# ---- seg_p2s ----
seg_p2s, metal layers overlaid:
Two of the layers only.
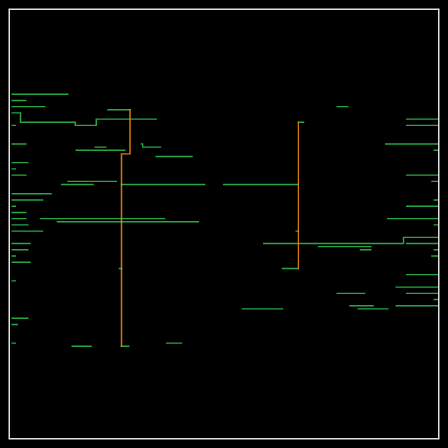

<file path="config.mk">
export PLATFORM = sky130hd
export DESIGN_NAME = seg_p2s
export DESIGN_NICKNAME = d
export VERILOG_FILES = /design/src/rtl/seg_p2s.sv
export SDC_FILE = /design/constraint.sdc
export NUM_CORES = 1
export LEC_CHECK = 0
export CAP_MARGIN = 20
export CORE_MARGIN = 3
export CORE_UTILIZATION = 50
export DETAILED_ROUTE_END_ITERATION = 8
export PLACE_DENSITY = 0.84
export SYNTH_ARGS = -nofsm -noshare
export SYNTH_HDL_FRONTEND = slang
export SYNTH_SLANG_ARGS = --single-unit
</file>
<file path="constraint.sdc">
create_clock -name clk -period 2.7 [get_ports clk]
set_clock_uncertainty 0.2 [all_clocks]
set_input_delay 0.27 -clock clk [delete_from_list [all_inputs] [get_ports clk]]
set_output_delay 0.27 -clock clk [all_outputs]
set_load 0.005 [all_outputs]
</file>
<file path="src/rtl/seg_p2s.sv">
// Parallel-to-serial frame shifter for a serial-driven seven-segment/LED chain.
// Shifts a captured frame out MSB-first on a divided clock, then strobes the chain latch.
module seg_p2s #(
  parameter int unsigned DATA_BITS = 64,
  parameter int unsigned CLK_DIV   = 2
) (
  input  logic                 clk,
  input  logic                 rst_n,
  input  logic                 start,
  input  logic [DATA_BITS-1:0] p_data,
  output logic                 busy,
  output logic                 done,
  output logic                 s_clk,
  output logic                 s_data,
  output logic                 s_latch,
  output logic                 s_pen,
  output logic                 s_clrn
);

  localparam int unsigned DIV_W = (CLK_DIV > 1) ? $clog2(CLK_DIV) : 1;
  localparam int unsigned CNT_W = $clog2(DATA_BITS + 1);

  typedef enum logic [1:0] {
    IDLE,
    SHIFT_LO,
    SHIFT_HI,
    LATCH
  } state_t;

  state_t               r_state;
  logic [DATA_BITS-1:0] r_shift;
  logic [CNT_W-1:0]     r_bits;
  logic [DIV_W-1:0]     r_div;

  logic                 w_div_end;
  logic [DATA_BITS-1:0] w_shift_nxt;

  assign w_div_end   = (r_div == DIV_W'(CLK_DIV - 1));
  assign w_shift_nxt = r_shift << 1;

  // Frame sequencer; every output is driven straight from this register bank.
  always_ff @(posedge clk or negedge rst_n) begin
    if (!rst_n) begin
      r_state <= IDLE;
      r_shift <= '0;
      r_bits  <= '0;
      r_div   <= '0;
      busy    <= 1'b0;
      done    <= 1'b0;
      s_clk   <= 1'b0;
      s_data  <= 1'b0;
      s_latch <= 1'b0;
      s_pen   <= 1'b0;
      s_clrn  <= 1'b0;
    end else begin
      s_clrn <= 1'b1;
      done   <= 1'b0;
      case (r_state)
        IDLE: begin
          if (start) begin
            r_shift <= p_data;
            r_bits  <= CNT_W'(DATA_BITS);
            r_div   <= '0;
            r_state <= SHIFT_LO;
            busy    <= 1'b1;
            s_clk   <= 1'b0;
            s_data  <= p_data[DATA_BITS-1];
          end
        end
        SHIFT_LO: begin
          if (w_div_end) begin
            r_div   <= '0;
            r_state <= SHIFT_HI;
            s_clk   <= 1'b1;
          end else begin
            r_div <= r_div + DIV_W'(1);
          end
        end
        SHIFT_HI: begin
          if (w_div_end) begin
            r_div   <= '0;
            r_shift <= w_shift_nxt;
            r_bits  <= r_bits - CNT_W'(1);
            s_clk   <= 1'b0;
            // Next bit is presented on the same edge s_clk falls, so it is settled before the next rise.
            if (r_bits == CNT_W'(1)) begin
              r_state <= LATCH;
              s_latch <= 1'b1;
            end else begin
              r_state <= SHIFT_LO;
              s_data  <= w_shift_nxt[DATA_BITS-1];
            end
          end else begin
            r_div <= r_div + DIV_W'(1);
          end
        end
        LATCH: begin
          if (w_div_end) begin
            r_div   <= '0;
            r_state <= IDLE;
            s_latch <= 1'b0;
            busy    <= 1'b0;
            done    <= 1'b1;
            s_pen   <= 1'b1;
          end else begin
            r_div <= r_div + DIV_W'(1);
          end
        end
        default: r_state <= IDLE;
      endcase
    end
  end

endmodule

</file>
# ---- event_recorder ----
$ cat src/rtl/event_recorder_pkg.sv
// Shared record layout, derived widths and limits for the event recorder.
package event_recorder_pkg;

  localparam int unsigned DROP_MAX  = 255;
  localparam int unsigned DROP_W    = 8;
  localparam int unsigned NUM_FLAGS = 4;

  // Record layout, LSB first: c, b, a, chg_a, chg_b, chg_c, posedge_a0, ts
  function automatic int unsigned rec_width(input int unsigned w, input int unsigned tw);
    return tw + NUM_FLAGS + 3 * w;
  endfunction

  function automatic int unsigned c_lsb(input int unsigned w);
    return 0 * w;
  endfunction

  function automatic int unsigned b_lsb(input int unsigned w);
    return w;
  endfunction

  function automatic int unsigned a_lsb(input int unsigned w);
    return 2 * w;
  endfunction

  function automatic int unsigned chg_a_bit(input int unsigned w);
    return 3 * w;
  endfunction

  function automatic int unsigned chg_b_bit(input int unsigned w);
    return 3 * w + 1;
  endfunction

  function automatic int unsigned chg_c_bit(input int unsigned w);
    return 3 * w + 2;
  endfunction

  function automatic int unsigned flag_posedge_a0(input int unsigned w);
    return 3 * w + 3;
  endfunction

  function automatic int unsigned ts_lsb(input int unsigned w);
    return 3 * w + NUM_FLAGS;
  endfunction

endpackage

$ cat src/rtl/sync_fifo.sv
// Synchronous FIFO with wrap-bit pointers; a push into a full FIFO is taken
// when a pop happens on the same edge.
module sync_fifo #(
  parameter  int unsigned WIDTH = 8,
  parameter  int unsigned DEPTH = 8,
  localparam int unsigned AW    = $clog2(DEPTH),
  localparam int unsigned LW    = AW + 1
) (
  input  logic             clk,
  input  logic             reset,
  input  logic             push,
  input  logic             pop,
  input  logic [WIDTH-1:0] wdata,
  output logic [WIDTH-1:0] rdata,
  output logic             full,
  output logic             empty,
  output logic [LW-1:0]    level
);

  logic [WIDTH-1:0] mem [DEPTH];
  logic [AW:0]      wr_ptr;
  logic [AW:0]      rd_ptr;
  logic             do_push;
  logic             do_pop;

  always_comb begin
    empty   = (wr_ptr == rd_ptr);
    full    = (wr_ptr[AW] != rd_ptr[AW]) && (wr_ptr[AW-1:0] == rd_ptr[AW-1:0]);
    level   = LW'(wr_ptr - rd_ptr);
    do_pop  = pop & ~empty;
    do_push = push & (~full | do_pop);
    // Head is gated so a drained or freshly reset FIFO presents zero
    rdata   = empty ? '0 : mem[rd_ptr[AW-1:0]];
  end

  always_ff @(posedge clk or posedge reset) begin
    if (reset) begin
      wr_ptr <= '0;
      rd_ptr <= '0;
    end else begin
      if (do_push) wr_ptr <= wr_ptr + (AW+1)'(1);
      if (do_pop)  rd_ptr <= rd_ptr + (AW+1)'(1);
    end
  end

  always_ff @(posedge clk) begin
    if (do_push) mem[wr_ptr[AW-1:0]] <= wdata;
  end

endmodule

$ cat src/rtl/event_recorder.sv
// Change monitor: emits one timestamped record per edge on which a, b or c
// changed, buffered in a FIFO and drained over valid/ready.
module event_recorder
  import event_recorder_pkg::*;
#(
  parameter  int unsigned W     = 2,
  parameter  int unsigned TW    = 16,
  parameter  int unsigned DEPTH = 8,
  localparam int unsigned RW    = rec_width(W, TW),
  localparam int unsigned LW    = $clog2(DEPTH) + 1
) (
  input  logic              clk,
  input  logic              reset,
  input  logic [W-1:0]      a,
  input  logic [W-1:0]      b,
  input  logic [W-1:0]      c,
  output logic              out_valid,
  input  logic              out_ready,
  output logic [RW-1:0]     out_data,
  output logic              overflow,
  output logic [DROP_W-1:0] drop_count,
  output logic [LW-1:0]     level
);

  localparam int unsigned TS_LSB   = ts_lsb(W);
  localparam int unsigned POS_BIT  = flag_posedge_a0(W);
  localparam int unsigned CHGC_BIT = chg_c_bit(W);
  localparam int unsigned CHGB_BIT = chg_b_bit(W);
  localparam int unsigned CHGA_BIT = chg_a_bit(W);
  localparam int unsigned A_LSB    = a_lsb(W);
  localparam int unsigned B_LSB    = b_lsb(W);
  localparam int unsigned C_LSB    = c_lsb(W);

  logic [TW-1:0] ts_q;
  logic [W-1:0]  prev_a_q;
  logic [W-1:0]  prev_b_q;
  logic [W-1:0]  prev_c_q;
  logic          armed_q;

  logic          chg_a;
  logic          chg_b;
  logic          chg_c;
  logic          evt;
  logic          drop;
  logic          fifo_full;
  logic          fifo_empty;
  logic [RW-1:0] rec;

  // Change detection and record assembly; nothing is recorded on the baseline edge
  always_comb begin
    chg_a = (a != prev_a_q);
    chg_b = (b != prev_b_q);
    chg_c = (c != prev_c_q);
    evt   = armed_q & (chg_a | chg_b | chg_c);
    drop  = evt & fifo_full & ~out_ready;

    rec                    = '0;
    rec[TS_LSB +: TW]      = ts_q;
    rec[POS_BIT]           = a[0] & ~prev_a_q[0];
    rec[CHGC_BIT]          = chg_c;
    rec[CHGB_BIT]          = chg_b;
    rec[CHGA_BIT]          = chg_a;
    rec[A_LSB +: W]        = a;
    rec[B_LSB +: W]        = b;
    rec[C_LSB +: W]        = c;
  end

  always_ff @(posedge clk or posedge reset) begin
    if (reset) begin
      ts_q       <= '0;
      prev_a_q   <= '0;
      prev_b_q   <= '0;
      prev_c_q   <= '0;
      armed_q    <= 1'b0;
      overflow   <= 1'b0;
      drop_count <= '0;
    end else begin
      ts_q     <= ts_q + TW'(1);
      prev_a_q <= a;
      prev_b_q <= b;
      prev_c_q <= c;
      armed_q  <= 1'b1;
      if (drop) begin
        overflow <= 1'b1;
        if (drop_count != DROP_W'(DROP_MAX)) drop_count <= drop_count + DROP_W'(1);
      end
    end
  end

  sync_fifo #(
    .WIDTH (RW),
    .DEPTH (DEPTH)
  ) u_fifo (
    .clk   (clk),
    .reset (reset),
    .push  (evt),
    .pop   (out_ready),
    .wdata (rec),
    .rdata (out_data),
    .full  (fifo_full),
    .empty (fifo_empty),
    .level (level)
  );

  assign out_valid = ~fifo_empty;

endmodule

$ cat config.mk
export PLATFORM = sky130hd
export DESIGN_NAME = event_recorder
export DESIGN_NICKNAME = d
export VERILOG_FILES = /design/src/rtl/event_recorder_pkg.sv /design/src/rtl/sync_fifo.sv /design/src/rtl/event_recorder.sv
export SDC_FILE = /design/constraint.sdc
export NUM_CORES = 1
export LEC_CHECK = 0
export ABC_AREA = 0
export CELL_PAD_IN_SITES_DETAIL_PLACEMENT = 0
export CELL_PAD_IN_SITES_GLOBAL_PLACEMENT = 2
export CORE_ASPECT_RATIO = 0.6
export CORE_MARGIN = 8
export CORE_UTILIZATION = 46
export DETAILED_ROUTE_END_ITERATION = 7
export GPL_ROUTABILITY_DRIVEN = 0
export PLACE_DENSITY = 0.84
export REMOVE_ABC_BUFFERS = 1
export SETUP_SLACK_MARGIN = 0.3
export SLEW_MARGIN = 20
export SYNTH_ARGS = -nofsm -noshare
export SYNTH_HDL_FRONTEND = slang
export SYNTH_SLANG_ARGS = --single-unit
$ cat constraint.sdc
create_clock -name clk -period 5.65 [get_ports clk]
set_input_delay 1.13 -clock clk [delete_from_list [all_inputs] [get_ports clk]]
set_output_delay 1.13 -clock clk [all_outputs]
set_load 0.05 [all_outputs]

==> screenshots <==
Sequential cells grouped by signal name.
picture 1
The bar under the picture is 50 um long. Other sequential cells in the stronger gray, the rest of the logic in the fainter gray.
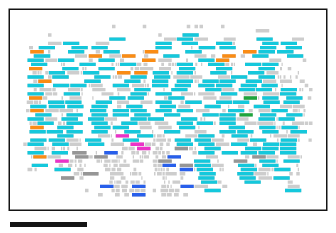
picture 2
The bar under the picture is 20 um long. Other sequential cells in the stronger gray, the rest of the logic in the fainter gray.
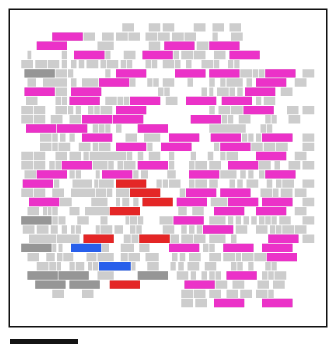
seg_p2s -> picture 2
event_recorder -> picture 1
Of these, largest die: picture 1

event_recorder, the metal 4 layer:
The bar under the picture is 50 um long.
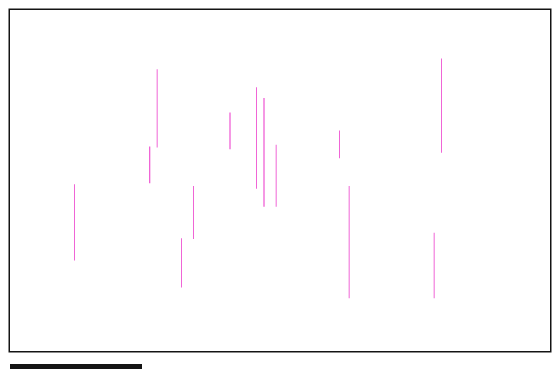
share of all routed wire: 1.7%
main direction: vertical
longest straight run: 42.2 um

event_recorder, gate-type map:
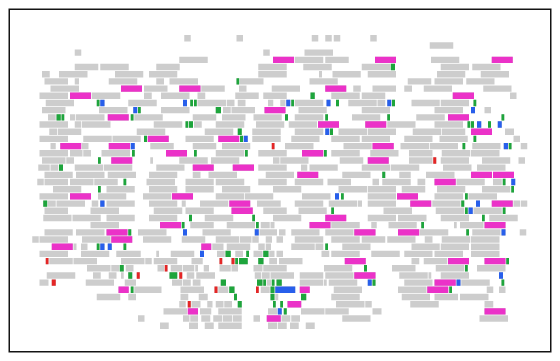
[green] NAND gates | cells: 90
[blue] inverting AOI/OAI gates | cells: 29
[magenta] multiplexers | cells: 58
[red] inverters | cells: 12

==> reports/highlights.md, event_recorder <==
### Status
- **status** finished, final reports clean

### Detailed routing
- **number of detailed-routing iterations run before antenna repair** 5
- **number of violations reported at the end of detailed-routing iteration 0** 369

### Clock tree
- **Setup Fix Bufs, Post-CTS** 0
- **insertion delay at the late pin of the worst-skew pair** 0.52 ns

### Critical path
- **worst r2r dst** u_fifo.mem[5][11]
- **startpoint of the most critical setup path** u_fifo.rd_ptr[2]
- **reg-to-reg slack, setup** 2.06 ns

### Timing
- **Max Clk Rate** 215 MHz
- **unrepaired setup endpoints after global routing** false
- **post-route clock skew** 0.0226 ns
- **number of failing setup endpoints in the final timing report** 0

### Global routing
- **met3 Use GR** 0.0254

### Power and ir drop
- **Peak supply drop** 432 uV
- **LEAKAGE** 3.90 nW

### Cells and area
- **flip-flop count of the largest register after layout** 208
- **layout cell share with drive strength beyond 1** 0.241

### Synthesis
- **synthesized-area fraction occupied by ao, oa, aoi and oai cells** 0.0181
- **Yosys top cell by instances** edfxtp_1
- **Most common reg cell** edfxtp_1
- **Avg Cell Area, Syn** 18.5 um2
- **number of synthesized register bits** 248

### Floorplanning
- **count of pins on the block boundary** 49

seg_p2s, track usage over the die:
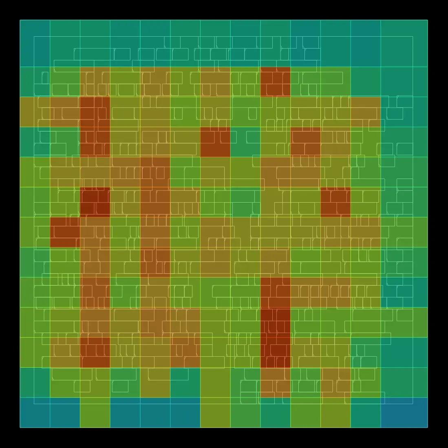
aggregate global-route resource usage: 0.197
share of the core filled with cells: 0.658
global routing usage on met2: 0.285
met1 layer usage reported by global route: 0.294
post-DR wirelength/cell: 15.7 um

About 'metal layers overlaid' of seg_p2s:
[green] metal 3 | wire length: 447 um
[orange] metal 4 | wire length: 85.5 um

==> reports/highlights.md, seg_p2s <==
### Synthesis
- **number of cell instances after yosys synthesis** 355
- **net count of the mapped netlist** 424
- **cell type with the largest total area** dfrtp_1
- **cell area after synthesis** 3830 um2
- **adder and majority cell fraction of the synthesized area** 0.00653
- **yosys warning tally** 0
- **synthesized-area fraction occupied by ao, oa, aoi and oai cells** 0.192
- **area share of the leading cell type in the synthesized netlist** 0.522

### Detailed routing
- **number of violations reported at the end of detailed-routing iteration 0** 165
- **total routed wire length on the met1 layer** 3.92 mm
- **overall routed net length** 8.15 mm
- **metal3 WL** 447 um

### Timing
- **least setup slack across all paths after layout** 0.597 ns
- **relative max-transition margin** 0.568

### Critical path
- **Cell Chain, Critical Path** and2b_4 > buf_4 > mux2i_1 > o21ai_1
- **critical path's largest stage delay** 0.63 ns
- **reg-to-reg slack, setup** 0.60 ns
- **critical path class** reg2reg
- **number of cells traversed by the worst register-to-register path** 4
- **startpoint class of the critical path** flop

### Cells and area
- **multi-input combinational area share** 0.339
- **design area** 4830 um2
- **register share of the cell area** 0.415

### Global routing
- **global-route layer with the greatest usage** met1
- **pin count of the biggest net entering global routing** 62

### Power and ir drop
- **Leading power group** sequential cells
- **power attributed to sequential cells** 2.13 mW

### Clock tree
- **Setup Fix Bufs, Post-CTS** 0

### Place
- **post-placement worst setup slack** 0.569 ns

### Status
- **status** finished, final reports clean


Power figures rest on the tool's default switching activity, not on a simulated workload.
